# block 1

`src/rtl/sata_pkg.sv`:
```
// sata_pkg: definitions shared by the SATA link-layer transmit and receive paths.
//   - txll_state_t : transmit frame-reader state encoding
//   - frame_err_t  : completion status codes reported with frame_done
//   - SATA_CRC_INIT / SATA_CRC_POLY : CRC-32 seed and generator polynomial
//   - TXLL_EOF_BIT : position of the end-of-frame flag in a transmit FIFO word
//   - crc32_step   : one dword of CRC-32 (MSB first, 32 bits per call)
package sata_pkg;

  typedef enum logic [2:0] {
    ST_IDLE  = 3'd0,
    ST_REQ   = 3'd1,
    ST_DATA  = 3'd2,
    ST_CRC   = 3'd3,
    ST_DRAIN = 3'd4,
    ST_DONE  = 3'd5
  } txll_state_t;

  typedef enum logic [1:0] {
    FERR_OK       = 2'd0,
    FERR_ABORT    = 2'd1,
    FERR_OVERSIZE = 2'd2
  } frame_err_t;

  localparam logic [31:0] SATA_CRC_INIT = 32'h5232_5032;
  localparam logic [31:0] SATA_CRC_POLY = 32'h04C1_1DB7;
  localparam int          TXLL_EOF_BIT  = 34;

  // Bit-serial unrolled CRC update: data bit 31 enters first, no reflection or inversion.
  function automatic logic [31:0] crc32_step(input logic [31:0] crc, input logic [31:0] data);
    logic [31:0] c;
    logic        fb;
    c = crc;
    for (int i = 31; i >= 0; i--) begin
      fb = c[31] ^ data[i];
      c  = {c[30:0], 1'b0} ^ (fb ? SATA_CRC_POLY : 32'h0000_0000);
    end
    return c;
  endfunction

endpackage

```
`src/rtl/sata_crc32.sv`:
```
// sata_crc32: combinational next-state of the SATA CRC-32 for one 32-bit dword.
// Ports:
//   crc_in  [31:0] current CRC register value
//   data    [31:0] dword being added to the CRC
//   crc_out [31:0] CRC after absorbing data
module sata_crc32
  import sata_pkg::*;
(
  input  logic [31:0] crc_in,
  input  logic [31:0] data,
  output logic [31:0] crc_out
);

  assign crc_out = crc32_step(crc_in, data);

endmodule

```
`src/rtl/txll_frame_tx.sv`:
```
// txll_frame_tx: transmit frame reader sitting behind the transmit FIFO (rd_clk domain).
// Waits for a complete frame in the FIFO, requests the link, streams payload dwords
// under ready/valid, appends the CRC dword and reports completion status. Aborted and
// oversize frames are drained up to their EOF word so no partial frame is left behind.
// Ports:
//   rd_clk, rst      clock, synchronous active-high reset
//   rd_do[35:0]      FIFO head (first-word-fall-through); [31:0] payload, [34] EOF
//   rd_empty         FIFO empty
//   rd_eof_rdy       a whole frame is resident in the FIFO
//   rd_en            FIFO pop (combinational)
//   link_req         request to transmit a frame
//   link_gnt         grant pulse, link has sent SOF
//   link_data[31:0]  payload or CRC dword
//   link_valid       link_data valid
//   link_crc         current beat is the CRC (last) beat
//   link_ready       link accepts the beat this cycle
//   link_abort       far-end abort pulse
//   frame_done       one-cycle end-of-frame pulse
//   frame_err[1:0]   status with frame_done: 0 ok, 1 abort, 2 oversize
//   dw_count[11:0]   payload dwords taken from the FIFO in the current/last frame
module txll_frame_tx
  import sata_pkg::*;
#(
  parameter int          C_MAX_DW   = 2048,
  parameter logic [31:0] C_CRC_INIT = SATA_CRC_INIT
)
(
  input  logic        rd_clk,
  input  logic        rst,
  input  logic [35:0] rd_do,
  input  logic        rd_empty,
  input  logic        rd_eof_rdy,
  output logic        rd_en,
  output logic        link_req,
  input  logic        link_gnt,
  output logic [31:0] link_data,
  output logic        link_valid,
  output logic        link_crc,
  input  logic        link_ready,
  input  logic        link_abort,
  output logic        frame_done,
  output logic [1:0]  frame_err,
  output logic [11:0] dw_count
);

  // A pop at this count without EOF reaches the maximum frame length.
  localparam logic [11:0] MAX_DW_LAST = 12'(C_MAX_DW - 1);

  txll_state_t state_r;
  txll_state_t state_nxt_s;
  logic [31:0] crc_r;
  logic [31:0] crc_nxt_s;
  logic [11:0] dw_count_r;
  frame_err_t  err_r;
  logic        eof_s;
  logic        start_s;
  logic        pop_data_s;
  logic        set_abort_s;
  logic        set_oversize_s;
  logic        head_valid_s;
  logic        unused_s;

  assign eof_s        = rd_do[TXLL_EOF_BIT];
  assign head_valid_s = !rd_empty;
  assign unused_s     = ^{rd_do[35], rd_do[33:32]};
  assign dw_count     = dw_count_r;

  sata_crc32 u_crc (
    .crc_in  (crc_r),
    .data    (rd_do[31:0]),
    .crc_out (crc_nxt_s)
  );

  // State register.
  always_ff @(posedge rd_clk) begin
    if (rst) begin
      state_r <= ST_IDLE;
    end else begin
      state_r <= state_nxt_s;
    end
  end

  // Next-state decode and all state-dependent outputs.
  always_comb begin
    state_nxt_s    = state_r;
    rd_en          = 1'b0;
    link_req       = 1'b0;
    link_data      = 32'h0000_0000;
    link_valid     = 1'b0;
    link_crc       = 1'b0;
    frame_done     = 1'b0;
    frame_err      = FERR_OK;
    start_s        = 1'b0;
    pop_data_s     = 1'b0;
    set_abort_s    = 1'b0;
    set_oversize_s = 1'b0;
    case (state_r)
      ST_IDLE: begin
        if (rd_eof_rdy && head_valid_s) begin
          state_nxt_s = ST_REQ;
        end else begin
          state_nxt_s = ST_IDLE;
        end
      end
      ST_REQ: begin
        link_req = 1'b1;
        if (link_gnt) begin
          start_s     = 1'b1;
          state_nxt_s = ST_DATA;
        end else begin
          state_nxt_s = ST_REQ;
        end
      end
      ST_DATA: begin
        link_data  = rd_do[31:0];
        link_valid = head_valid_s;
        // Abort beats any pop in the same cycle; the drain then consumes that word.
        if (link_abort) begin
          set_abort_s = 1'b1;
          state_nxt_s = ST_DRAIN;
        end else if (head_valid_s && link_ready) begin
          rd_en      = 1'b1;
          pop_data_s = 1'b1;
          if (eof_s) begin
            state_nxt_s = ST_CRC;
          end else if (dw_count_r == MAX_DW_LAST) begin
            set_oversize_s = 1'b1;
            state_nxt_s    = ST_DRAIN;
          end else begin
            state_nxt_s = ST_DATA;
          end
        end else begin
          state_nxt_s = ST_DATA;
        end
      end
      ST_CRC: begin
        link_data  = crc_r;
        link_valid = 1'b1;
        link_crc   = 1'b1;
        if (link_abort) begin
          set_abort_s = 1'b1;
          state_nxt_s = ST_DONE;
        end else if (link_ready) begin
          state_nxt_s = ST_DONE;
        end else begin
          state_nxt_s = ST_CRC;
        end
      end
      ST_DRAIN: begin
        rd_en = head_valid_s;
        if (head_valid_s && eof_s) begin
          state_nxt_s = ST_DONE;
        end else begin
          state_nxt_s = ST_DRAIN;
        end
      end
      ST_DONE: begin
        frame_done  = 1'b1;
        frame_err   = err_r;
        state_nxt_s = ST_IDLE;
      end
      default: begin
        state_nxt_s = ST_IDLE;
      end
    endcase
  end

  // Per-frame CRC accumulator, payload counter and error code.
  always_ff @(posedge rd_clk) begin
    if (rst) begin
      crc_r      <= C_CRC_INIT;
      dw_count_r <= 12'd0;
      err_r      <= FERR_OK;
    end else if (start_s) begin
      crc_r      <= C_CRC_INIT;
      dw_count_r <= 12'd0;
      err_r      <= FERR_OK;
    end else begin
      if (pop_data_s) begin
        crc_r <= crc_nxt_s;
        if (dw_count_r != 12'hFFF) begin
          dw_count_r <= dw_count_r + 12'd1;
        end
      end
      if (set_abort_s) begin
        err_r <= FERR_ABORT;
      end else if (set_oversize_s) begin
        err_r <= FERR_OVERSIZE;
      end
    end
  end

endmodule
```
`config.mk`:
```
export PLATFORM = sky130hd
export DESIGN_NAME = txll_frame_tx
export DESIGN_NICKNAME = d
export VERILOG_FILES = /design/src/rtl/sata_pkg.sv /design/src/rtl/sata_crc32.sv /design/src/rtl/txll_frame_tx.sv
export SDC_FILE = /design/constraint.sdc
export NUM_CORES = 1
export LEC_CHECK = 0
export CAP_MARGIN = 10
export CORE_MARGIN = 2
export CORE_UTILIZATION = 55
export CTS_CLUSTER_SIZE = 16
export DETAILED_ROUTE_END_ITERATION = 12
export PLACE_DENSITY = 0.82
export SYNTH_ARGS = -nofsm -noshare
export SYNTH_HDL_FRONTEND = slang
export SYNTH_HIERARCHICAL = 1
export SYNTH_SLANG_ARGS = --single-unit
```
`constraint.sdc`:
```
create_clock -name rd_clk -period 6.7 [get_ports rd_clk]
set_input_delay 1.34 -clock rd_clk [delete_from_list [all_inputs] [get_ports rd_clk]]
set_output_delay 1.34 -clock rd_clk [all_outputs]
set_load 0.05 [all_outputs]
```
Fig. 1: block 1, M3 wires
Drawn at 2 px/µm. Cells faint in the background.
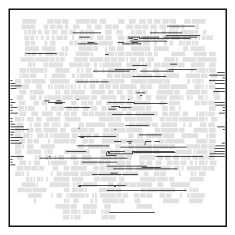
nets with wire on the layer: 98
wire length on this layer: 981 µm
main direction: horizontal
met3 track demand over resource: 3.269%
vias after detailed routing: 4454
wire length after detailed routing: 15.57 mm

Fig. 2: block 1, clock wires, drivers and flops
Drawn at 3 px/µm.
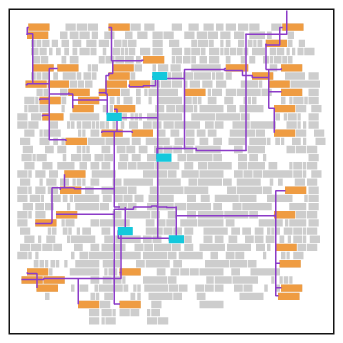
legend:
  cells driving clock nets:
    color: cyan
    count: 5
  flip-flops:
    color: orange
    count: 49
  clock wires:
    color: purple
    length: 796 µm
routed clock nets: 6
worst skew pair latency: 330 ps
setup clock skew after layout: 6.622 ps

==> Table 3: Implementation characteristics <==
Physical design parameters

Parameter                              Value

Status
  Outcome .................. complete, no violations

Die
  Cell Rows .................. 37
  Floorplan die width .................. 107.7 µm
  Vertical die dimension .................. 107.7 µm

Logic synthesis
  Top comb family, area .................. XOR/XNOR gates
  Main synth FF type .................. dfxtp_1
  Dominant cell area share .................. 18.07%
  Number of standard cells after synthesis .................. 579

Final timing
  Fmax .................. 186.7 MHz
  Worst Setup Slack, final .................. 1342 ps

Placed design
  Port buffer count .................. 90
  Placed wire-length estimate .................. 12.05 mm

Critical path
  Critical R2R Launch .................. crc_r[25]
  Capturing instance or port of the critical path .................. crc_r[8]
  Start point of the critical path .................. rd_do[25]
  Critical path data arrival time .................. 5570 ps

Finish
  Largest register FFs .................. 32

Drt
  Number of DRC markers after the initial detailed-route iteration .................. 334
  Detail-routed net length per standard cell .................. 19.59 µm
==> critical path, stage by stage <==
cell	delay (ps)
clkdlybuf4s50_1	450
xnor2_1	590
xnor3_1	550
xnor3_1	620
xnor2_1	190
xnor3_2	530
xnor3_2	500
xor2_2	270
xnor3_1	380
nand2_1	80
a21oi_1	70
==> cell type report <==
| type | count | area (µm²) | area share [%] |
|---|---|---|---|
| Clock buffer | 5 | 68.82 | 0.9788 |
| Clock inverter | 3 | 28.78 | 0.4093 |
| Inverter | 3 | 11.26 | 0.1602 |
| Multi-Input combinational cell | 501 | 4808 | 68.39 |
| Sequential cell | 49 | 982.2 | 13.97 |
| Tap cell | 136 | 170.2 | 2.420 |
| Timing Repair Buffer | 98 | 960.9 | 13.67 |
==> per-layer routing <==
metal,track usage [%],vias to the layer above
li1,-,2117
met1,37.99,2141
met2,45.82,173
met3,3.269,23
met4,6.868,0
met5,0,-

# block 2

Fig. 3: block 2, hierarchy map of the flops
Drawn at 4 px/µm. Other sequential cells in the stronger gray, the rest of the logic in the fainter gray.
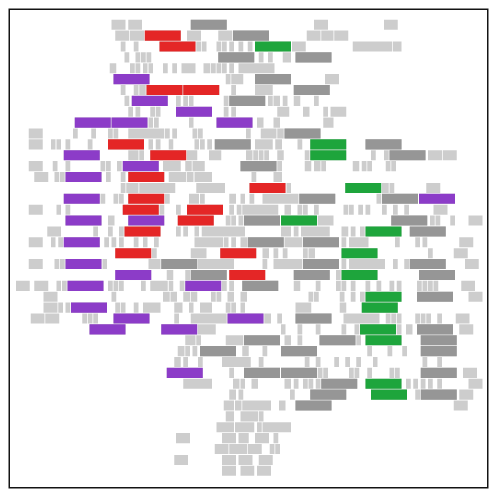
$ cat config.mk
export PLATFORM = sky130hd
export DESIGN_NAME = pipelined_adder_nbit
export DESIGN_NICKNAME = d
export VERILOG_FILES = /design/src/rtl/pipelined_adder_nbit.sv
export SDC_FILE = /design/constraint.sdc
export NUM_CORES = 1
export LEC_CHECK = 0
export CORE_UTILIZATION = 30
export DETAILED_ROUTE_END_ITERATION = 16
export GPL_TIMING_DRIVEN = 0
export PLACE_DENSITY = 0.56
export SYNTH_ARGS = -nofsm -noshare
export SYNTH_HDL_FRONTEND = slang
export SYNTH_SLANG_ARGS = --single-unit
$ cat constraint.sdc
create_clock -name clk -period 7.55 [get_ports clk]
set_clock_uncertainty 0.2 [all_clocks]
set_input_delay 1.1325 -clock clk [delete_from_list [all_inputs] [get_ports clk]]
set_output_delay 1.1325 -clock clk [all_outputs]
set_load 0.1 [all_outputs]
$ cat src/rtl/pipelined_adder_nbit.sv
// pipelined_adder_nbit
//   Wide unsigned adder split into STAGES = WIDTH/CHUNK carry-registered
//   stages. Stage k adds one CHUNK-bit slice and registers the low
//   (k+1)*CHUNK sum bits, its carry and the operand bits still to be added.
//   The pipeline advances as a whole whenever the output register is empty
//   or being drained, giving one add per cycle with backpressure.
//
// Optional build macro: ADDER_OVERFLOW_EN adds a registered Ovf output
//   (two's-complement signed overflow, aligned with Sum).
//
// Ports:
//   clk        rising-edge clock
//   rst        asynchronous active-high reset
//   in_valid   A/B/Cin present this cycle
//   in_ready   adder accepts input this cycle (combinational from out_ready)
//   A, B       WIDTH-bit operands
//   Cin        carry in
//   out_valid  Sum/Cout valid
//   out_ready  downstream accepts result
//   Sum        (A + B + Cin) mod 2^WIDTH, registered
//   Cout       carry out of bit WIDTH-1, registered
//   Ovf        (ADDER_OVERFLOW_EN only) signed overflow, registered
module pipelined_adder_nbit #(
  parameter int WIDTH = 16,
  parameter int CHUNK = 4
) (
  input  logic             clk,
  input  logic             rst,
  input  logic             in_valid,
  output logic             in_ready,
  input  logic [WIDTH-1:0] A,
  input  logic [WIDTH-1:0] B,
  input  logic             Cin,
  output logic             out_valid,
  input  logic             out_ready,
  output logic [WIDTH-1:0] Sum,
  output logic             Cout
`ifdef ADDER_OVERFLOW_EN
  ,
  output logic             Ovf
`endif
);

  localparam int SAFE_CHUNK = (CHUNK < 1) ? 1 : CHUNK;
  localparam int STAGES     = WIDTH / SAFE_CHUNK;

  if (CHUNK < 1 || WIDTH < 1 || (WIDTH % SAFE_CHUNK) != 0) begin : g_param_check
    $fatal(1, "pipelined_adder_nbit: WIDTH must be a positive multiple of CHUNK >= 1");
  end

  // Global stall: every stage moves together, no bubble collapsing.
  logic advance;
  assign advance  = !out_valid || out_ready;
  assign in_ready = advance;

  // Operand pipeline: g_op[j] holds the A/B bits not yet consumed when a
  // transaction sits in front of stage j. Its low CHUNK bits feed stage j,
  // the rest are passed on to g_op[j+1].
  for (genvar j = 1; j < STAGES; j++) begin : g_op
    localparam int OW = WIDTH - j * CHUNK;
    logic [OW-1:0] a_d, b_d;
    logic [OW-1:0] a_q, b_q;

    if (j == 1) begin : g_src_in
      assign a_d = A[WIDTH-1:CHUNK];
      assign b_d = B[WIDTH-1:CHUNK];
    end else begin : g_src_prev
      assign a_d = g_op[j-1].a_q[OW+CHUNK-1:CHUNK];
      assign b_d = g_op[j-1].b_q[OW+CHUNK-1:CHUNK];
    end

    always_ff @(posedge clk or posedge rst) begin
      if (rst) begin
        a_q <= '0;
        b_q <= '0;
      end else if (advance) begin
        a_q <= a_d;
        b_q <= b_d;
      end
    end
  end

  for (genvar k = 0; k < STAGES; k++) begin : g_stage
    localparam int SW = (k + 1) * CHUNK;
    logic [CHUNK-1:0] op_a, op_b;
    logic             cin;
    logic [CHUNK:0]   chunk_sum;
    logic             valid_d;
    logic [SW-1:0]    sum_d;
    logic             valid_q;
    logic             carry_q;
    logic [SW-1:0]    sum_q;

    if (k == 0) begin : g_first
      assign op_a    = A[CHUNK-1:0];
      assign op_b    = B[CHUNK-1:0];
      assign cin     = Cin;
      assign valid_d = in_valid;
      assign sum_d   = chunk_sum[CHUNK-1:0];
    end else begin : g_next
      assign op_a    = g_op[k].a_q[CHUNK-1:0];
      assign op_b    = g_op[k].b_q[CHUNK-1:0];
      assign cin     = g_stage[k-1].carry_q;
      assign valid_d = g_stage[k-1].valid_q;
      assign sum_d   = {chunk_sum[CHUNK-1:0], g_stage[k-1].sum_q};
    end

    assign chunk_sum = {1'b0, op_a} + {1'b0, op_b} + {{CHUNK{1'b0}}, cin};

    always_ff @(posedge clk or posedge rst) begin
      if (rst) begin
        valid_q <= 1'b0;
        carry_q <= 1'b0;
        sum_q   <= '0;
      end else if (advance) begin
        valid_q <= valid_d;
        carry_q <= chunk_sum[CHUNK];
        sum_q   <= sum_d;
      end
    end
  end

  assign Sum       = g_stage[STAGES-1].sum_q;
  assign Cout      = g_stage[STAGES-1].carry_q;
  assign out_valid = g_stage[STAGES-1].valid_q;

`ifdef ADDER_OVERFLOW_EN
  // Carry into the MSB is recovered from the MSB sum bit and its operands.
  logic ovf_d;
  logic ovf_q;
  assign ovf_d = g_stage[STAGES-1].op_a[CHUNK-1] ^ g_stage[STAGES-1].op_b[CHUNK-1]
               ^ g_stage[STAGES-1].chunk_sum[CHUNK-1] ^ g_stage[STAGES-1].chunk_sum[CHUNK];

  always_ff @(posedge clk or posedge rst) begin
    if (rst) begin
      ovf_q <= 1'b0;
    end else if (advance) begin
      ovf_q <= ovf_d;
    end
  end

  assign Ovf = ovf_q;
`endif

endmodule

==> Table 3: Implementation characteristics <==
Physical design parameters

Parameter                              Value

Finish
  Count of plain and timing-repair buffers .................. 77
  Nets .................. 572
  Non-clock buffers, area share .................. 13.56%
  Summed area of non-filler cells in the final layout .................. 5241 µm²

Critical path
  Slowest Stage Delay on Critical Path .................. 1140 ps
  Maximum fanout along the worst path .................. 10
  Category of the most critical setup path .................. input port to output pin

Final timing
  Fmax .................. 221.7 MHz
  Worst Setup Slack, final .................. 3040 ps

Status
  Outcome .................. complete, no violations

Clock tree
  Max Root-Sink Buffers .................. 2

Power and ir drop
  Cell area power density .................. 460.8 nW/µm²
  Proportion of total power due to net switching .................. 44.15%

Global route
  Antenna violations before repair .................. 0
  Met2 demand-to-capacity share in global routing .................. 22.57%

Logic synthesis
  Main synth FF type .................. dfrtp_1
  Post-synthesis register bit count .................. 96
  Cell area after technology mapping .................. 4126 µm²

Drt
  Routed vias/inst .................. 4.211
About Fig. 3:
legend:
  `g_op[1]`:
    color: purple
    flops: 24
  `g_stage[2]`:
    color: green
    flops: 14
  `g_op[2]`:
    color: red
    flops: 16
not colored: 42
final std cells w/o fill: 696
final standard cell utilization of the core: 39.27%
floorplan die area: 14230 µm²

## worst max-delay path by stage
stage / to / slack (ps) / start
6_report: in_ready / 3040 / out_ready
3_3_place_gp: g_op[1].a_q[0] / 2340 / rst
3_5_place_dp: in_ready / 3020 / out_ready
5_1_grt: in_ready / 3000 / out_ready
4_1_cts: in_ready / 3020 / out_ready
2_1_floorplan: Cout / 3710 / rst
## registers in the layout (all words and copies together), names as in the netlist
signal           flops
g_op.b_q            24
Cout                 1
g_stage.valid_q      3
g_stage.carry_q      3
g_op.a_q            24
Sum                 16
g_stage.sum_q       24
out_valid            1
## power groups by stage
stage / Clock (mW) / Combinational (mW) / Sequential (mW)
after floorplan: 0 / 0.469 / 1.19
final: 0.471 / 1.08 / 0.867
after detailed placement: 0 / 1.09 / 0.878
after CTS: 0.480 / 1.09 / 0.869
after global placement: 0 / 1.06 / 0.870
after global routing: 0.507 / 1.20 / 0.901
## logic make-up (layout without fill, tap and decap cells)
family	count (synthesis)	in the layout	synth area share [%]
and+or+nand+nor	255	255	23.83
DFF	96	96	58.22
buffers and inverters	37	109	4.669
AOI/OAI and AO/OA	36	36	4.912
adders and majority gates	20	20	7.520
xor gates and xnor gates	4	4	0.8492

# block 3

<file path="src/rtl/tc_timer_pkg.sv">
// Shared definitions for the 64-bit compare timer: FSM states, register map
// and ctrl/status bit positions.
package tc_timer_pkg;

  typedef enum logic [1:0] {
    ST_DISARMED = 2'd0,
    ST_ARMED    = 2'd1,
    ST_PENDING  = 2'd2
  } state_e;

  localparam logic [2:0] ADDR_CMP_LO  = 3'd0;
  localparam logic [2:0] ADDR_CMP_HI  = 3'd1;
  localparam logic [2:0] ADDR_CTRL    = 3'd2;
  localparam logic [2:0] ADDR_PERIOD  = 3'd3;
  localparam logic [2:0] ADDR_TIME_LO = 3'd4;
  localparam logic [2:0] ADDR_TIME_HI = 3'd5;

  localparam int CTRL_ENABLE   = 0;
  localparam int CTRL_PERIODIC = 1;
  localparam int CTRL_MISSED   = 2;

endpackage

</file>
<file path="src/rtl/tc_timer_cmp.sv">
// Compare timer: raises a level interrupt when the upstream 64-bit time reaches
// a programmable compare value, with optional periodic reload and miss detection.
module tc_timer_cmp
  import tc_timer_pkg::*;
#(
  parameter int unsigned UUID = 0,
  parameter              NAME = ""
) (
  input  logic        clk,
  input  logic        rst,
  input  logic [63:0] time_in,
  input  logic        wr_en,
  input  logic [2:0]  wr_addr,
  input  logic [31:0] wr_data,
  input  logic        rd_en,
  input  logic [2:0]  rd_addr,
  output logic [31:0] rd_data,
  output logic        irq,
  input  logic        irq_ack
);

  // Identification only; no hardware depends on these.
  logic unused_params;
  assign unused_params = (UUID != 0) || (NAME != "");

  state_e      state_q, state_d;
  logic [63:0] cmp_q;
  logic [31:0] shadow_q, period_q, time_hi_q;
  logic        enable_q, periodic_q, missed_q;

  logic ctrl_wr, cmp_hi_wr, periodic_active, hit;
  logic reload, set_missed, clr_enable;
  logic [31:0] rd_mux;

  assign ctrl_wr         = wr_en && (wr_addr == ADDR_CTRL);
  assign cmp_hi_wr       = wr_en && (wr_addr == ADDR_CMP_HI);
  assign periodic_active = periodic_q && (period_q != 32'd0);
  assign hit             = (time_in >= cmp_q);

  always_ff @(posedge clk or negedge rst) begin
    if (!rst) state_q <= ST_DISARMED;
    else      state_q <= state_d;
  end

  // NOTE: every output of this block gets a default before any branch, so
  // no path leaves a value unassigned and no latch is inferred.
  always_comb begin
    state_d    = state_q;
    reload     = 1'b0;
    set_missed = 1'b0;
    clr_enable = 1'b0;
    if (ctrl_wr) begin
      // A ctrl write owns the state for this edge, overriding ack and compare.
      if (!wr_data[CTRL_ENABLE])          state_d = ST_DISARMED;
      else if (state_q == ST_DISARMED)    state_d = ST_ARMED;
    end else begin
      unique case (state_q)
        ST_ARMED: begin
          if (hit) begin
            state_d = ST_PENDING;
            reload  = periodic_active;
          end
        end
        ST_PENDING: begin
          if (irq_ack) begin
            if (periodic_active) begin
              state_d = ST_ARMED;
            end else begin
              state_d    = ST_DISARMED;
              clr_enable = 1'b1;
            end
          end else if (periodic_active && hit) begin
            reload     = 1'b1;
            set_missed = 1'b1;
          end
        end
        default: state_d = ST_DISARMED;
      endcase
    end
  end

  // NOTE: all state below uses non-blocking assignments so every register
  // samples the pre-edge values, independent of statement order.
  always_ff @(posedge clk or negedge rst) begin
    if (!rst) begin
      cmp_q      <= '1;
      shadow_q   <= '0;
      period_q   <= '0;
      enable_q   <= 1'b0;
      periodic_q <= 1'b0;
      missed_q   <= 1'b0;
      irq        <= 1'b0;
    end else begin
      irq <= (state_d == ST_PENDING);

      if (wr_en && wr_addr == ADDR_CMP_LO) shadow_q <= wr_data;
      if (wr_en && wr_addr == ADDR_PERIOD) period_q <= wr_data;

      // A software commit beats a hardware reload landing on the same edge.
      if (cmp_hi_wr)   cmp_q <= {wr_data, shadow_q};
      else if (reload) cmp_q <= cmp_q + {32'd0, period_q};

      if (ctrl_wr) begin
        enable_q   <= wr_data[CTRL_ENABLE];
        periodic_q <= wr_data[CTRL_PERIODIC];
      end else if (clr_enable) begin
        enable_q   <= 1'b0;
      end

      if (ctrl_wr)         missed_q <= 1'b0;
      else if (set_missed) missed_q <= 1'b1;
    end
  end

  always_comb begin
    rd_mux = '0;
    unique case (rd_addr)
      ADDR_CMP_LO:  rd_mux = cmp_q[31:0];
      ADDR_CMP_HI:  rd_mux = cmp_q[63:32];
      ADDR_CTRL:    rd_mux = {27'd0, state_q, missed_q, periodic_q, enable_q};
      ADDR_PERIOD:  rd_mux = period_q;
      ADDR_TIME_LO: rd_mux = time_in[31:0];
      ADDR_TIME_HI: rd_mux = time_hi_q;
      default:      rd_mux = '0;
    endcase
  end

  // The hi half is captured with the lo read so a lo-then-hi pair is coherent.
  always_ff @(posedge clk or negedge rst) begin
    if (!rst) begin
      rd_data   <= '0;
      time_hi_q <= '0;
    end else if (rd_en) begin
      rd_data <= rd_mux;
      if (rd_addr == ADDR_TIME_LO) time_hi_q <= time_in[63:32];
    end
  end

endmodule

</file>
<file path="config.mk">
export PLATFORM = sky130hd
export DESIGN_NAME = tc_timer_cmp
export DESIGN_NICKNAME = d
export VERILOG_FILES = /design/src/rtl/tc_timer_pkg.sv /design/src/rtl/tc_timer_cmp.sv
export SDC_FILE = /design/constraint.sdc
export NUM_CORES = 1
export LEC_CHECK = 0
export CORE_UTILIZATION = 52
export DETAILED_ROUTE_END_ITERATION = 10
export PLACE_DENSITY = 0.8
export SLEW_MARGIN = 10
export SYNTH_ARGS = -nofsm -noshare
export SYNTH_HDL_FRONTEND = slang
export SYNTH_SLANG_ARGS = --single-unit
</file>
<file path="constraint.sdc">
create_clock -name clk -period 3 [get_ports clk]
set_clock_uncertainty 0.15 [all_clocks]
set_input_delay 0.6 -clock clk [delete_from_list [all_inputs] [get_ports clk]]
set_output_delay 0.6 -clock clk [all_outputs]
set_load 0.03 [all_outputs]
</file>
Fig. 4: block 3, sequential cells grouped by signal name
Drawn at 1.5 px/µm. Other sequential cells in the stronger gray, the rest of the logic in the fainter gray.
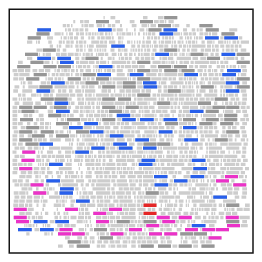
legend:
  `time_hi_q`:
    color: magenta
    flops: 32
    where: a band across the bottom
  `cmp_q`:
    color: blue
    flops: 64
    where: all over the die
  `state_q`:
    color: red
    flops: 2
not colored: 100
Seq. cell area: 5035 µm²
power in sequential cells: 3.79 mW

-- worst paths after layout --
kind | from | to | slack [ps] | depth (start not counted)
setup reg to reg | cmp_q[0] | cmp_q[62] | -590 | 15
min in group clk | shadow_q[5] | cmp_q[5] | 330 | 2
hold reg to reg | shadow_q[5] | cmp_q[5] | 330 | 2
hold / removal | rst | time_hi_q[6] | -7 | 1
max in group asynchronous | rst | cmp_q[59] | 1860 | 2
setup / recovery | cmp_q[0] | cmp_q[62] | -590 | 15
-- power by group --
part | leakage [nW] | switching (mW) | internal (mW)
Combinational | 5.75 | 3.56 | 3.09
Sequential | 2.30 | 0.433 | 3.36
Clock | 0.296 | 1.22 | 1.20
-- final cells by class --
class	count	area, µm²
sequential	198	5035
clock inverter	15	182.7
tap	324	405.4
inverter	90	354.1
antenna	3	7.507
clock buffer	17	425.4
fill	1506	5398
multi-input combinational	1046	8652
timing repair buffer	452	4145
-- worst max-delay path, cell delays in order (launching register included) --
cell and delay [ps]:
dfstp_2 570, ha_4 140, inv_2 40, fa_2 340, nand2b_4 160, a21oi_4 180, o311ai_4 120, a21oi_2 150
buf_4 150, o211ai_1 150, a31oi_4 350, buf_6 150, nand3_4 120, buf_4 190, o31ai_1 380, a31oi_4 130
==> Table 3: Implementation characteristics <==
Physical design parameters

Parameter                              Value

Logic synthesis
  Xor-xnor portion of the synthesized cell area .................. 2.253%
  Post-synthesis register bit count .................. 198
  Chip area estimate from yosys synthesis .................. 13220 µm²
  Async set or reset register ratio after synthesis .................. 100.0%
  Post-synthesis share of cell area spent on full adders, half adders and majority gates .................. 9.616%
  MUX area fraction .................. 12.00%
  Number of standard cells after synthesis .................. 1407
  Count of distinct cell types in the synthesized netlist .................. 80

Global route
  Busiest layer in global routing .................. met2
  GRT Util Overall .................. 41.51%
  Pin count of the biggest net entering global routing .................. 80
  Met1 track demand over resource .................. 49.03%

Finish
  Largest register FFs .................. 64

Status
  Violations in the final reports .................. hold timing, setup timing
  Outcome .................. complete, but fails checks

Critical path
  Category of the most critical setup path .................. flip-flop to flip-flop

Final timing
  Setup-violating endpoint count in the final report .................. 67
  Fmax .................. 278.9 MHz
  Hold Worst Slack .................. -6.708 ps
  Worst Setup Slack, final .................. -586.1 ps
  Final count of hold timing violations .................. 5

Drt
  Wire length on met2 .................. 25.09 mm
  Wire length after detailed routing .................. 56.12 mm

Flow run
  # Max-Cap Violations .................. 0

Clock tree
  Cts hold-fix bufs .................. 0

Placed design
  DP Area .................. 16910 µm²

Die
  IO Count .................. 140

# block 4

$ cat src/rtl/mux4_rr_arbiter.sv
// mux4_rr_arbiter: round-robin owner of a 74LS253-style 4:1 selector.
// Grants one requester at a time. Each tenure is capped at HOLD_CYCLES
// cycles while others wait. A one-cycle disabled gap separates owners, so
// the tri-state output never changes source while it is enabled.
module mux4_rr_arbiter #(
    parameter int unsigned HOLD_CYCLES = 4
) (
    input  logic       clk,
    input  logic       rst,
    input  logic [3:0] req,
    output logic [3:0] gnt,
    output logic       sel_a,
    output logic       sel_b,
    output logic       en_n,
    output logic       busy
);

    typedef enum logic [1:0] {
        IDLE  = 2'd0,
        GRANT = 2'd1,
        GAP   = 2'd2
    } state_t;

    localparam logic [7:0] HOLD_MAX = 8'(HOLD_CYCLES - 1);

    state_t     state;
    logic [1:0] owner;
    logic [1:0] last;
    logic [7:0] cnt;

    logic [1:0] win;
    logic [1:0] cand;
    logic       found;
    logic       others;

    // Rotating-priority pick: search last+1, last+2, last+3, then last itself
    always_comb begin
        win   = last;
        cand  = last;
        found = 1'b0;
        for (int unsigned k = 1; k <= 4; k++) begin
            cand = last + 2'(k);
            if (!found && req[cand]) begin
                win   = cand;
                found = 1'b1;
            end
        end
    end

    // Any requester other than the current owner is waiting
    always_comb begin
        others = |(req & ~(4'b0001 << owner));
    end

    // Arbitration FSM with registered mux controls
    always_ff @(posedge clk) begin
        if (rst) begin
            state <= IDLE;
            owner <= 2'd0;
            last  <= 2'd3;
            cnt   <= '0;
            gnt   <= '0;
            sel_a <= 1'b0;
            sel_b <= 1'b0;
            en_n  <= 1'b1;
            busy  <= 1'b0;
        end else begin
            case (state)
                IDLE, GAP: begin
                    if (found) begin
                        state <= GRANT;
                        owner <= win;
                        last  <= win;
                        cnt   <= '0;
                        gnt   <= 4'b0001 << win;
                        sel_a <= win[0];
                        sel_b <= win[1];
                        en_n  <= 1'b0;
                        busy  <= 1'b1;
                    end else begin
                        state <= IDLE;
                        gnt   <= '0;
                        en_n  <= 1'b1;
                        busy  <= 1'b0;
                    end
                end
                GRANT: begin
                    if (!req[owner] || (cnt == HOLD_MAX && others)) begin
                        state <= GAP;
                        gnt   <= '0;
                        en_n  <= 1'b1;
                        busy  <= 1'b1;
                    end else if (cnt != HOLD_MAX) begin
                        cnt <= cnt + 8'd1;
                    end
                end
                default: begin
                    state <= IDLE;
                    gnt   <= '0;
                    en_n  <= 1'b1;
                    busy  <= 1'b0;
                end
            endcase
        end
    end

endmodule

$ cat config.mk
export PLATFORM = sky130hd
export DESIGN_NAME = mux4_rr_arbiter
export DESIGN_NICKNAME = d
export VERILOG_FILES = /design/src/rtl/mux4_rr_arbiter.sv
export SDC_FILE = /design/constraint.sdc
export NUM_CORES = 1
export LEC_CHECK = 0
export ABC_AREA = 1
export CELL_PAD_IN_SITES_DETAIL_PLACEMENT = 1
export CELL_PAD_IN_SITES_GLOBAL_PLACEMENT = 2
export CORE_MARGIN = 10
export CORE_UTILIZATION = 33
export CTS_CLUSTER_DIAMETER = 60
export DETAILED_ROUTE_END_ITERATION = 10
export GPL_TIMING_DRIVEN = 1
export HOLD_SLACK_MARGIN = 0.15
export MAX_ROUTING_LAYER = met4
export PLACE_DENSITY = 0.84
export SYNTH_ARGS = -nofsm -noshare
export SYNTH_HDL_FRONTEND = slang
export SYNTH_SLANG_ARGS = --single-unit
$ cat constraint.sdc
create_clock -name clk -period 3.3 [get_ports clk]
set_input_delay 0.825 -clock clk [delete_from_list [all_inputs] [get_ports clk]]
set_output_delay 0.825 -clock clk [all_outputs]
set_load 0.05 [all_outputs]
Fig. 5: block 4, signal wires by layer
Drawn at 3 px/µm.
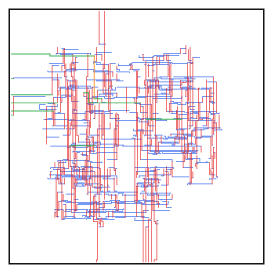
legend:
  met4:
    color: orange
    wire_length: 14.3 µm
  met1:
    color: blue
    wire_length: 1620 µm
  met2:
    color: red
    wire_length: 1940 µm
  met3:
    color: green
    wire_length: 118 µm
detail-routed net length per standard cell: 13.41 µm
GRT Util Overall: 10.59%
vias after detailed routing: 1374
wire length after detailed routing: 3.687 mm

Fig. 6: block 4, clock wires, drivers and flops
Drawn at 4 px/µm.
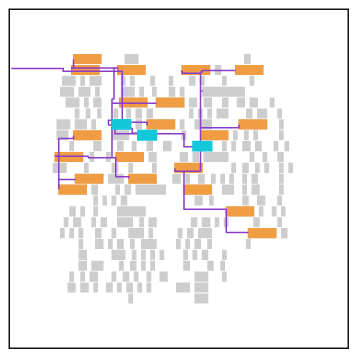
legend:
  flip-flops:
    color: orange
    count: 20
  clock wires:
    color: purple
    length: 271 µm
  cells driving clock nets:
    color: cyan
    count: 3
routed clock nets: 4
Clk. pwr: 0.245 mW
clock network power share: 15.1%

Fig. 7: block 4, M3 wires
Drawn at 3 px/µm. Cells faint in the background.
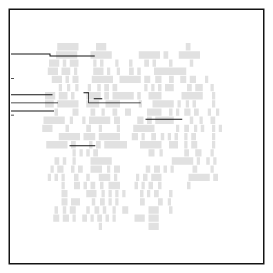
longest straight run: 17.2 µm
main direction: horizontal
wire length on this layer: 118 µm
share of all routed wire: 3.2%
nets with wire on the layer: 9
met3 track demand over resource: 2.609%

==> Table 3: Implementation characteristics <==
Physical design parameters

Parameter                              Value

Die
  Floorplan die area .................. 7114 µm²

Critical path
  Critical path data arrival time .................. 1630 ps
  Nature of the critical path endpoint .................. output pin
  Maximum fanout along the worst path .................. 8

Logic synthesis
  Count of distinct cell types in the synthesized netlist .................. 27
  MUX area fraction .................. 0%
  Chip area estimate from yosys synthesis .................. 1366 µm²

Power and ir drop
  Proportion of total power due to net switching .................. 52.29%
  Total power draw .................. 1.624 mW
  Worst ir drop on vdd .................. 0.5159 mV

Finish
  Summed area of non-filler cells in the final layout .................. 1612 µm²

Final timing
  Transition time at the pin with the least slew margin .................. 702.0 ps
  Shortest period the worst path allows .................. 2455 ps

Status
  Outcome .................. complete, no violations

Placed design
  Worst Setup Slack post-DPL .................. 730.9 ps

Drt
  Routed vias/inst .................. 4.996

Global route
  Pin count of the biggest net entering global routing .................. 17

Clock tree
  Root buf cell .................. clkbuf_8
  Clock Sink Count .................. 20
==> power groups by stage <==
| stage | sequential (mW) | clock, mW | combinational [mW] |
|---|---|---|---|
| after detailed placement | 0.390 | 0 | 1.00 |
| after CTS | 0.386 | 0.250 | 1.01 |
| final | 0.386 | 0.245 | 0.992 |
| after global routing | 0.396 | 0.265 | 1.10 |
| after global placement | 0.390 | 0 | 0.983 |
| after floorplan | 0.511 | 0 | 0.635 |
==> cell usage in the layout, fill, tap and decap left out, drive strengths merged, types with 3 or more instances in the layout <==
cell / netlist / routed
a21oi: 16 / 16
inv: 18 / 18
nand2: 91 / 91
clkbuf: 2 / 3
o21ai: 8 / 8
clkdlybuf4s50: 0 / 13
nor2: 18 / 18
nand3: 18 / 18
dfxtp: 20 / 20
nand4: 11 / 11
==> routing by layer <==
layer,vias to the layer above,routed length (µm)
li1,710,-
met4,0,14
met1,649,1618
met5,-,0
met2,13,1937
met3,2,117
==> layout make-up <==
cell class                      instances  area (µm²)
Timing Repair Buffer                   13       130.1
Fill cell                             535        2389
Sequential cell                        20       400.4
Tap cell                               50       62.56
Multi-Input combinational cell        168       867.1
Clock inverter                          1       30.03
Clock buffer                            3       41.29
Inverter                               20       80.08

# block 5

`config.mk`:
```
export PLATFORM = sky130hd
export DESIGN_NAME = mem_arbiter_ctrl
export DESIGN_NICKNAME = d
export VERILOG_FILES = /design/src/rtl/mem_arbiter_ctrl.sv
export SDC_FILE = /design/constraint.sdc
export NUM_CORES = 1
export LEC_CHECK = 0
export ABC_CLOCK_PERIOD_IN_PS = 2820
export CAP_MARGIN = 0
export CELL_PAD_IN_SITES_DETAIL_PLACEMENT = 2
export CELL_PAD_IN_SITES_GLOBAL_PLACEMENT = 2
export CORE_ASPECT_RATIO = 2
export CORE_UTILIZATION = 16
export DETAILED_ROUTE_END_ITERATION = 10
export PLACE_DENSITY = 0.82
export SKIP_LAST_GASP = 1
export SLEW_MARGIN = 20
export SYNTH_ARGS = -nofsm -noshare
export SYNTH_HDL_FRONTEND = slang
export SYNTH_SLANG_ARGS = --single-unit
export TNS_END_PERCENT = 5
```
`constraint.sdc`:
```
create_clock -name CLK -period 2.82 [get_ports CLK]
set_input_delay 0.564 -clock CLK [delete_from_list [all_inputs] [get_ports CLK]]
set_output_delay 0.564 -clock CLK [all_outputs]
set_load 0.01 [all_outputs]
```
`src/rtl/mem_arbiter_ctrl.sv`:
```
// Icache/dcache arbiter in front of one RAM port, with minimum access latency.
// Define ARB_RR_EN to alternate grants under contention instead of favouring dcache.
module mem_arbiter_ctrl #(
  parameter int LAT = 2
) (
  input  logic        CLK,
  input  logic        nRST,
  input  logic        iREN,
  input  logic [31:0] iaddr,
  output logic        iwait,
  output logic [31:0] iload,
  input  logic        dREN,
  input  logic        dWEN,
  input  logic [31:0] daddr,
  input  logic [31:0] dstore,
  output logic        dwait,
  output logic [31:0] dload,
  output logic        ramREN,
  output logic        ramWEN,
  output logic [31:0] ramaddr,
  output logic [31:0] ramstore,
  input  logic [31:0] ramload,
  input  logic        ramready
);
  localparam int CNTW = $clog2(LAT) + 1;
  localparam logic [CNTW-1:0] CMAX = CNTW'(LAT - 1);

  typedef enum logic [1:0] {IDLE, DGRANT, IGRANT} state_t;
  typedef enum logic {ICACHE, DCACHE} src_t;

  state_t state, state_n;
  src_t last_src, last_src_n;
  logic [CNTW-1:0] cnt, cnt_n;
  logic [31:0] last_addr, last_addr_n;
  logic fresh, fresh_n;

  logic dreq, greq, chg, done, pick_d;
  logic [31:0] gaddr;

  assign dreq  = dREN | dWEN;
  assign gaddr = (state == DGRANT) ? daddr : iaddr;
  assign greq  = (state == DGRANT) ? dreq : iREN;
  // first grant cycle compares against a stale address, so skip it
  assign chg   = !fresh && (gaddr != last_addr);
  assign done  = greq && !chg && (cnt == CMAX) && ramready;

`ifdef ARB_RR_EN
  assign pick_d = dreq && (!iREN || last_src == ICACHE);
`else
  logic src_unused;
  assign src_unused = last_src;
  assign pick_d = dreq;
`endif

  always_ff @(posedge CLK or negedge nRST) begin
    if (!nRST) begin
      state     <= IDLE;
      cnt       <= '0;
      last_addr <= '0;
      last_src  <= ICACHE;
      fresh     <= 1'b1;
    end else begin
      state     <= state_n;
      cnt       <= cnt_n;
      last_addr <= last_addr_n;
      last_src  <= last_src_n;
      fresh     <= fresh_n;
    end
  end

  always_comb begin
    state_n     = state;
    cnt_n       = cnt;
    last_addr_n = last_addr;
    last_src_n  = last_src;
    fresh_n     = fresh;
    iwait       = 1'b1;
    dwait       = 1'b1;
    iload       = '0;
    dload       = '0;
    ramREN      = 1'b0;
    ramWEN      = 1'b0;
    ramaddr     = '0;
    ramstore    = '0;
    case (state)
      IDLE: begin
        cnt_n   = '0;
        fresh_n = 1'b1;
        if (pick_d)
          state_n = DGRANT;
        else if (iREN)
          state_n = IGRANT;
      end
      DGRANT, IGRANT: begin
        if (state == DGRANT) begin
          ramaddr  = daddr;
          ramstore = dstore;
          ramWEN   = dWEN;
          ramREN   = dREN & ~dWEN;
          dload    = ramload;
          dwait    = ~done;
        end else begin
          ramaddr  = iaddr;
          ramREN   = iREN;
          iload    = ramload;
          iwait    = ~done;
        end
        last_addr_n = gaddr;
        fresh_n     = 1'b0;
        if (!greq) begin
          state_n = IDLE;
          cnt_n   = '0;
        end else if (chg) begin
          cnt_n = '0;
        end else if (done) begin
          state_n    = IDLE;
          cnt_n      = '0;
          last_src_n = (state == DGRANT) ? DCACHE : ICACHE;
        end else if (cnt != CMAX) begin
          cnt_n = cnt + CNTW'(1);
        end
      end
      default: state_n = IDLE;
    endcase
  end
endmodule

```
Fig. 8: block 5, M3 wires
Drawn at 2 px/µm. Cells faint in the background.
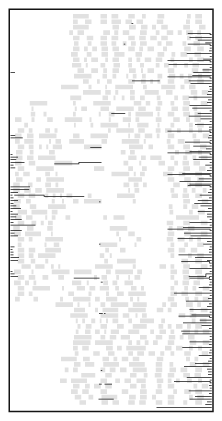
nets with wire on the layer: 181
wire length on this layer: 1190 µm
share of all routed wire: 7.2%
met3 track demand over resource: 3.036%
wire length after detailed routing: 16.58 mm

Fig. 9: block 5, sequential cells grouped by signal name
Drawn at 2 px/µm. Other sequential cells in the stronger gray, the rest of the logic in the fainter gray.
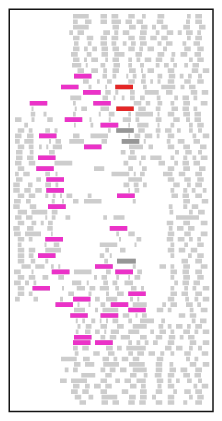
legend:
  `cnt`:
    color: red
    flops: 2
  `last_addr`:
    color: magenta
    flops: 32
Seq. cell area: 927.1 µm²
sequential fraction of total cell area: 13.11%
final standard cell utilization of the core: 36.69%

==> Table 3: Implementation characteristics <==
Physical design parameters

Parameter                              Value

Power and ir drop
  Leakage .................. 2.737 nW

Finish
  Ant. Diodes .................. 0
  Combinational gates .................. 299

Critical path
  Worst setup slack for register-to-register paths .................. -130 ps
  Capturing instance or port of the critical path .................. dwait

Flow run
  Number of logged tool warnings .................. 30
  # Max-Cap Violations .................. 0

Status
  Violations in the final reports .................. setup timing
  Outcome .................. complete, but fails checks

Final timing
  Shortest period the worst path allows .................. 3471 ps
  Setup repair after global routing missed its margin .................. yes
  Setup-violating endpoint count in the final report .................. 71
  Transition time at the pin with the least slew margin .................. 909.2 ps
  Worst Setup Slack, final .................. -650.7 ps

Logic synthesis
  Main synth FF type .................. dfrtp_1
  Synth Area in Simple Gates .................. 34.35%
  Cells in synth_stat.txt .................. 368
  Async set or reset register ratio after synthesis .................. 100.0%

Placed design
  Port buffer count .................. 265

Drt
  Vias after detailed routing .................. 3932
  Total routed wire length on the met1 layer .................. 5.051 mm
  Remaining DRCs .................. 0

Clock tree
  Cts hold-fix bufs .................. 0
  H-tree levels .................. 2
  Number of post-CTS setup repair buffers .................. 18

Die
  Core Region .................. 19280 µm²
==> registers in the layout, indices dropped and copies added (netlist names) <==
name       cells
cnt            2
state          2
last_addr     32
fresh          1
==> routing by layer <==
| metal | GRT usage (%) | up-vias |
|---|---|---|
| li1 | - | 1832 |
| met1 | 13.55 | 1892 |
| met2 | 35.03 | 191 |
| met3 | 3.036 | 17 |
| met4 | 4.607 | 0 |
| met5 | 0 | - |
==> cells in the mapped netlist (all sizes together), types with 2 or more instances <==
library cell / instances / area share [%]
a21oi: 33 / 5.4
and2: 98 / 19
and2b: 9 / 2.1
buf: 5 / 1.9
clkbuf: 21 / 2.5
dfrtp: 36 / 29
ha: 4 / 1.6
inv: 6 / 0.72
mux2i: 33 / 12
nand2: 2 / 0.24
nand4: 4 / 0.80
nor2: 35 / 4.2
nor2b: 25 / 5.0
nor4: 8 / 1.6
o21ai: 3 / 0.83
xnor2: 32 / 8.9
==> critical path, cell delays in order (launching register included) <==
cell and delay [ps]:
dfrtp_1 420, ha_4 190, buf_12 130, buf_12 120, buf_16 130, mux2i_1 120, buf_4 150, xnor2_2 130
nor4_2 310, buf_4 160, nand4_1 120, o21ai_4 240, buf_4 140, nand4_1 90, buf_2 170

# block 6

**src/rtl/memory_access.sv**
```systemverilog
`default_nettype none
// ============================================================================
// Module : memory_access
// Desc   : Load/store pipeline stage. Issues at most one aligned data-memory
//          access at a time and returns a single writeback pulse carrying the
//          load result, store completion, misalignment or bus error.
// Rev    : 1.0
// ============================================================================
module memory_access #(
    parameter int RESP_TIMEOUT = 255
) (
    input  logic        clk,
    input  logic        rst,
    input  logic        in_valid,
    output logic        in_ready,
    input  logic [31:0] alu_out,
    input  logic [31:0] rs2_data,
    input  logic [1:0]  mem_op,
    input  logic [2:0]  mem_width,
    input  logic [4:0]  rd_in,
    output logic        dmem_req_valid,
    input  logic        dmem_req_ready,
    output logic [31:0] dmem_addr,
    output logic        dmem_we,
    output logic [3:0]  dmem_wstrb,
    output logic [31:0] dmem_wdata,
    input  logic        dmem_resp_valid,
    input  logic [31:0] dmem_rdata,
    output logic        wb_valid,
    output logic        wb_we,
    output logic [4:0]  wb_rd,
    output logic [31:0] wb_data,
    output logic        misaligned,
    output logic        bus_err
);

    localparam logic [1:0] c_op_load  = 2'b01;
    localparam logic [1:0] c_op_store = 2'b10;
    localparam logic [9:0] c_tmo_last = 10'(RESP_TIMEOUT - 1);

    typedef enum logic [1:0] {
        ST_IDLE = 2'd0,
        ST_REQ  = 2'd1,
        ST_WAIT = 2'd2
    } state_t;

    state_t      r_state;
    logic [9:0]  r_tcnt;
    logic [2:0]  r_width;
    logic [1:0]  r_off;
    logic [4:0]  r_rd;
    logic        r_is_load;
    logic        r_req_valid;
    logic [31:0] r_addr;
    logic        r_we;
    logic [3:0]  r_wstrb;
    logic [31:0] r_wdata;
    logic        r_wb_valid;
    logic        r_wb_we;
    logic [4:0]  r_wb_rd;
    logic [31:0] r_wb_data;
    logic        r_misaligned;
    logic        r_bus_err;

    logic        w_accept;
    logic        w_is_load;
    logic        w_is_store;
    logic        w_is_byte;
    logic        w_is_half;
    logic        w_misaligned;
    logic        w_complete;
    logic [3:0]  w_wstrb;
    logic [31:0] w_wdata;
    logic [7:0]  w_rbyte;
    logic [15:0] w_rhalf;
    logic [31:0] w_load_data;

    assign w_accept   = in_valid && (r_state == ST_IDLE);
    assign w_is_load  = (mem_op == c_op_load);
    assign w_is_store = (mem_op == c_op_store);
    // Width low bits 00 = byte (B/BU), 01 = half (H/HU); every other code is a word.
    assign w_is_byte  = (mem_width[1:0] == 2'b00);
    assign w_is_half  = (mem_width[1:0] == 2'b01);
    assign w_misaligned = w_is_half ? alu_out[0] :
                          (w_is_byte ? 1'b0 : (alu_out[1:0] != 2'b00));

    // A response in the handshake cycle completes straight from REQ.
    assign w_complete = dmem_resp_valid &&
                        ((r_state == ST_WAIT) || (r_state == ST_REQ && dmem_req_ready));

    always_comb begin
        w_wstrb = 4'b1111;
        w_wdata = rs2_data;
        if (w_is_byte) begin
            w_wstrb = 4'b0001 << alu_out[1:0];
            w_wdata = {4{rs2_data[7:0]}};
        end else if (w_is_half) begin
            w_wstrb = alu_out[1] ? 4'b1100 : 4'b0011;
            w_wdata = {2{rs2_data[15:0]}};
        end
    end

    assign w_rbyte = dmem_rdata[{r_off, 3'b000} +: 8];
    assign w_rhalf = r_off[1] ? dmem_rdata[31:16] : dmem_rdata[15:0];

    always_comb begin
        w_load_data = dmem_rdata;
        if (r_width[1:0] == 2'b00) begin
            w_load_data = {{24{~r_width[2] & w_rbyte[7]}}, w_rbyte};
        end else if (r_width[1:0] == 2'b01) begin
            w_load_data = {{16{~r_width[2] & w_rhalf[15]}}, w_rhalf};
        end
    end

    always_ff @(posedge clk) begin
        if (rst) begin
            r_state      <= ST_IDLE;
            r_tcnt       <= '0;
            r_width      <= '0;
            r_off        <= '0;
            r_rd         <= '0;
            r_is_load    <= 1'b0;
            r_req_valid  <= 1'b0;
            r_addr       <= '0;
            r_we         <= 1'b0;
            r_wstrb      <= '0;
            r_wdata      <= '0;
            r_wb_valid   <= 1'b0;
            r_wb_we      <= 1'b0;
            r_wb_rd      <= '0;
            r_wb_data    <= '0;
            r_misaligned <= 1'b0;
            r_bus_err    <= 1'b0;
        end else begin
            r_wb_valid   <= 1'b0;
            r_misaligned <= 1'b0;
            r_bus_err    <= 1'b0;
            if (w_complete) begin
                r_state     <= ST_IDLE;
                r_req_valid <= 1'b0;
                r_wb_valid  <= 1'b1;
                r_wb_we     <= r_is_load;
                r_wb_rd     <= r_rd;
                r_wb_data   <= r_is_load ? w_load_data : 32'd0;
            end else begin
                case (r_state)
                    ST_IDLE: begin
                        if (w_accept) begin
                            r_wb_rd <= rd_in;
                            if (!w_is_load && !w_is_store) begin
                                r_wb_valid <= 1'b1;
                                r_wb_we    <= 1'b1;
                                r_wb_data  <= alu_out;
                            end else if (w_misaligned) begin
                                r_wb_valid   <= 1'b1;
                                r_wb_we      <= 1'b0;
                                r_wb_data    <= 32'd0;
                                r_misaligned <= 1'b1;
                            end else begin
                                r_state     <= ST_REQ;
                                r_req_valid <= 1'b1;
                                r_addr      <= {alu_out[31:2], 2'b00};
                                r_we        <= w_is_store;
                                r_wstrb     <= w_is_store ? w_wstrb : 4'b0000;
                                r_wdata     <= w_is_store ? w_wdata : 32'd0;
                                r_width     <= mem_width;
                                r_off       <= alu_out[1:0];
                                r_rd        <= rd_in;
                                r_is_load   <= w_is_load;
                            end
                        end
                    end
                    ST_REQ: begin
                        if (dmem_req_ready) begin
                            r_state     <= ST_WAIT;
                            r_req_valid <= 1'b0;
                            r_tcnt      <= '0;
                        end
                    end
                    ST_WAIT: begin
                        if (r_tcnt == c_tmo_last) begin
                            r_state    <= ST_IDLE;
                            r_wb_valid <= 1'b1;
                            r_wb_we    <= 1'b0;
                            r_wb_rd    <= r_rd;
                            r_wb_data  <= 32'd0;
                            r_bus_err  <= 1'b1;
                        end else begin
                            r_tcnt <= r_tcnt + 10'd1;
                        end
                    end
                    default: begin
                        r_state <= ST_IDLE;
                    end
                endcase
            end
        end
    end

    assign in_ready       = (r_state == ST_IDLE);
    assign dmem_req_valid = r_req_valid;
    assign dmem_addr      = r_addr;
    assign dmem_we        = r_we;
    assign dmem_wstrb     = r_wstrb;
    assign dmem_wdata     = r_wdata;
    assign wb_valid       = r_wb_valid;
    assign wb_we          = r_wb_we;
    assign wb_rd          = r_wb_rd;
    assign wb_data        = r_wb_data;
    assign misaligned     = r_misaligned;
    assign bus_err        = r_bus_err;

endmodule
`default_nettype wire

```
**config.mk**
```make
export PLATFORM = sky130hd
export DESIGN_NAME = memory_access
export DESIGN_NICKNAME = d
export VERILOG_FILES = /design/src/rtl/memory_access.sv
export SDC_FILE = /design/constraint.sdc
export NUM_CORES = 1
export LEC_CHECK = 0
export ABC_AREA = 0
export CORE_MARGIN = 2
export CORE_UTILIZATION = 46
export DETAILED_ROUTE_END_ITERATION = 10
export MAX_ROUTING_LAYER = met4
export PLACE_DENSITY = 0.81
export SYNTH_ARGS = -nofsm -noshare
export SYNTH_HDL_FRONTEND = slang
export SYNTH_SLANG_ARGS = --single-unit
```
**constraint.sdc**
```tcl
create_clock -name clk -period 2.42 [get_ports clk]
set_input_delay 0.363 -clock clk [delete_from_list [all_inputs] [get_ports clk]]
set_output_delay 0.363 -clock clk [all_outputs]
set_load 0.02 [all_outputs]
```
Fig. 10: block 6, routing congestion map
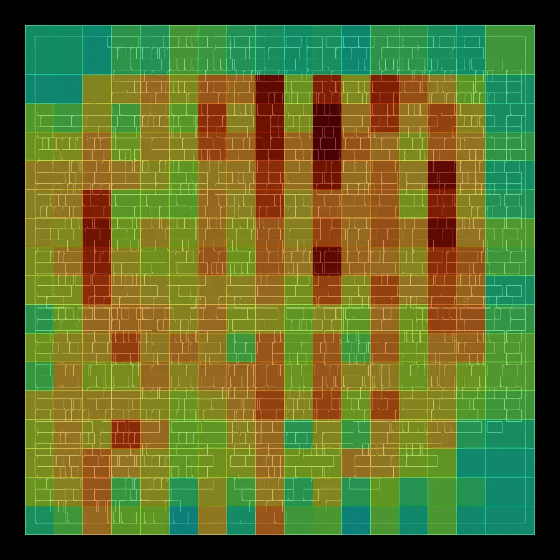
final standard cell utilization of the core: 69.81%
detail-routed net length per standard cell: 17.52 µm
busiest layer in global routing: met2
met2 demand-to-capacity share in global routing: 45.14%

==> Table 3: Implementation characteristics <==
Physical design parameters

Parameter                              Value

Drt
  Number of DRC markers after the initial detailed-route iteration .................. 491
  Remaining DRCs .................. 0

Global route
  GRT Util Overall .................. 28.24%
  Pin count of the biggest net entering global routing .................. 120
  Met3 track demand over resource .................. 7.435%

Placed design
  Routability Congestion .................. 0.9414

Critical path
  Number of buffer and inverter instances along the worst setup path .................. 2
  Nature of the critical path endpoint .................. flip-flop

Power and ir drop
  Clk. pwr .................. 2.68 mW
  Net switching power of the design .................. 1.648 mW
  Top power group .................. the clock network

Logic synthesis
  Number of standard cells after synthesis .................. 761
  Xor-xnor portion of the synthesized cell area .................. 0.1362%

Final timing
  Fmax .................. 470.0 MHz

Status
  Outcome .................. complete, no violations

Finish
  Number of fillers in the final layout .................. 1114
## cells in the mapped netlist, drive strengths merged, types with 2 or more instances
master / number / area (µm²)
a2111oi: 8 / 88.84
a211oi: 21 / 157.7
a21o: 2 / 15.01
a21oi: 88 / 440.4
a221oi: 17 / 211.5
a22oi: 2 / 15.01
a2bb2oi: 2 / 17.52
and4: 2 / 17.52
buf: 28 / 170.2
clkbuf: 35 / 132.6
dfxtp: 132 / 2643
ha: 4 / 50.05
inv: 9 / 33.78
mux2: 18 / 202.7
mux2i: 28 / 280.3
mux4: 7 / 157.7
nand2: 133 / 499.2
nand2b: 23 / 143.9
nand3: 37 / 185.2
nand3b: 2 / 15.01
nand4: 4 / 31.28
nor2: 60 / 232.7
nor2b: 3 / 18.77
nor3: 44 / 285.3
nor3b: 2 / 15.01
o211ai: 5 / 56.30
o21a: 3 / 22.52
o21ai: 19 / 106.4
o22ai: 2 / 12.51
or3: 5 / 31.28
## sequential cells by signal, summed over array words and instances (netlist names), 2 cells and up
register    flops
dmem_wstrb      4
wb_rd           5
r_state         2
r_rd            5
dmem_wdata     32
r_tcnt         10
r_width         3
dmem_addr      30
wb_data        32
r_off           2


==> layout pictures side by side <==
M3 wires.
Plate I
Drawn at 2 px/µm. Cells faint in the background.
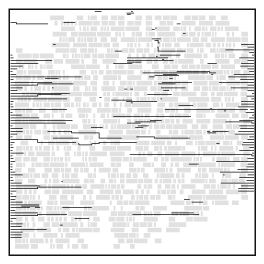
Plate II
Drawn at 1.5 px/µm. Cells faint in the background.
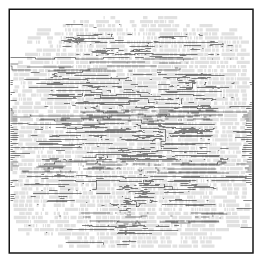
Plate III
Drawn at 2 px/µm. Cells faint in the background.
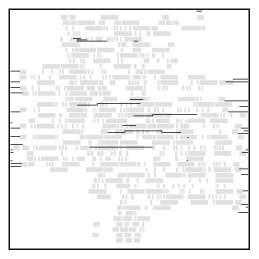
- Plate III = block 2
- Plate II = block 3
- Plate I = block 6
Of these, largest die: Plate II

Power and IR drop assume default switching activity.
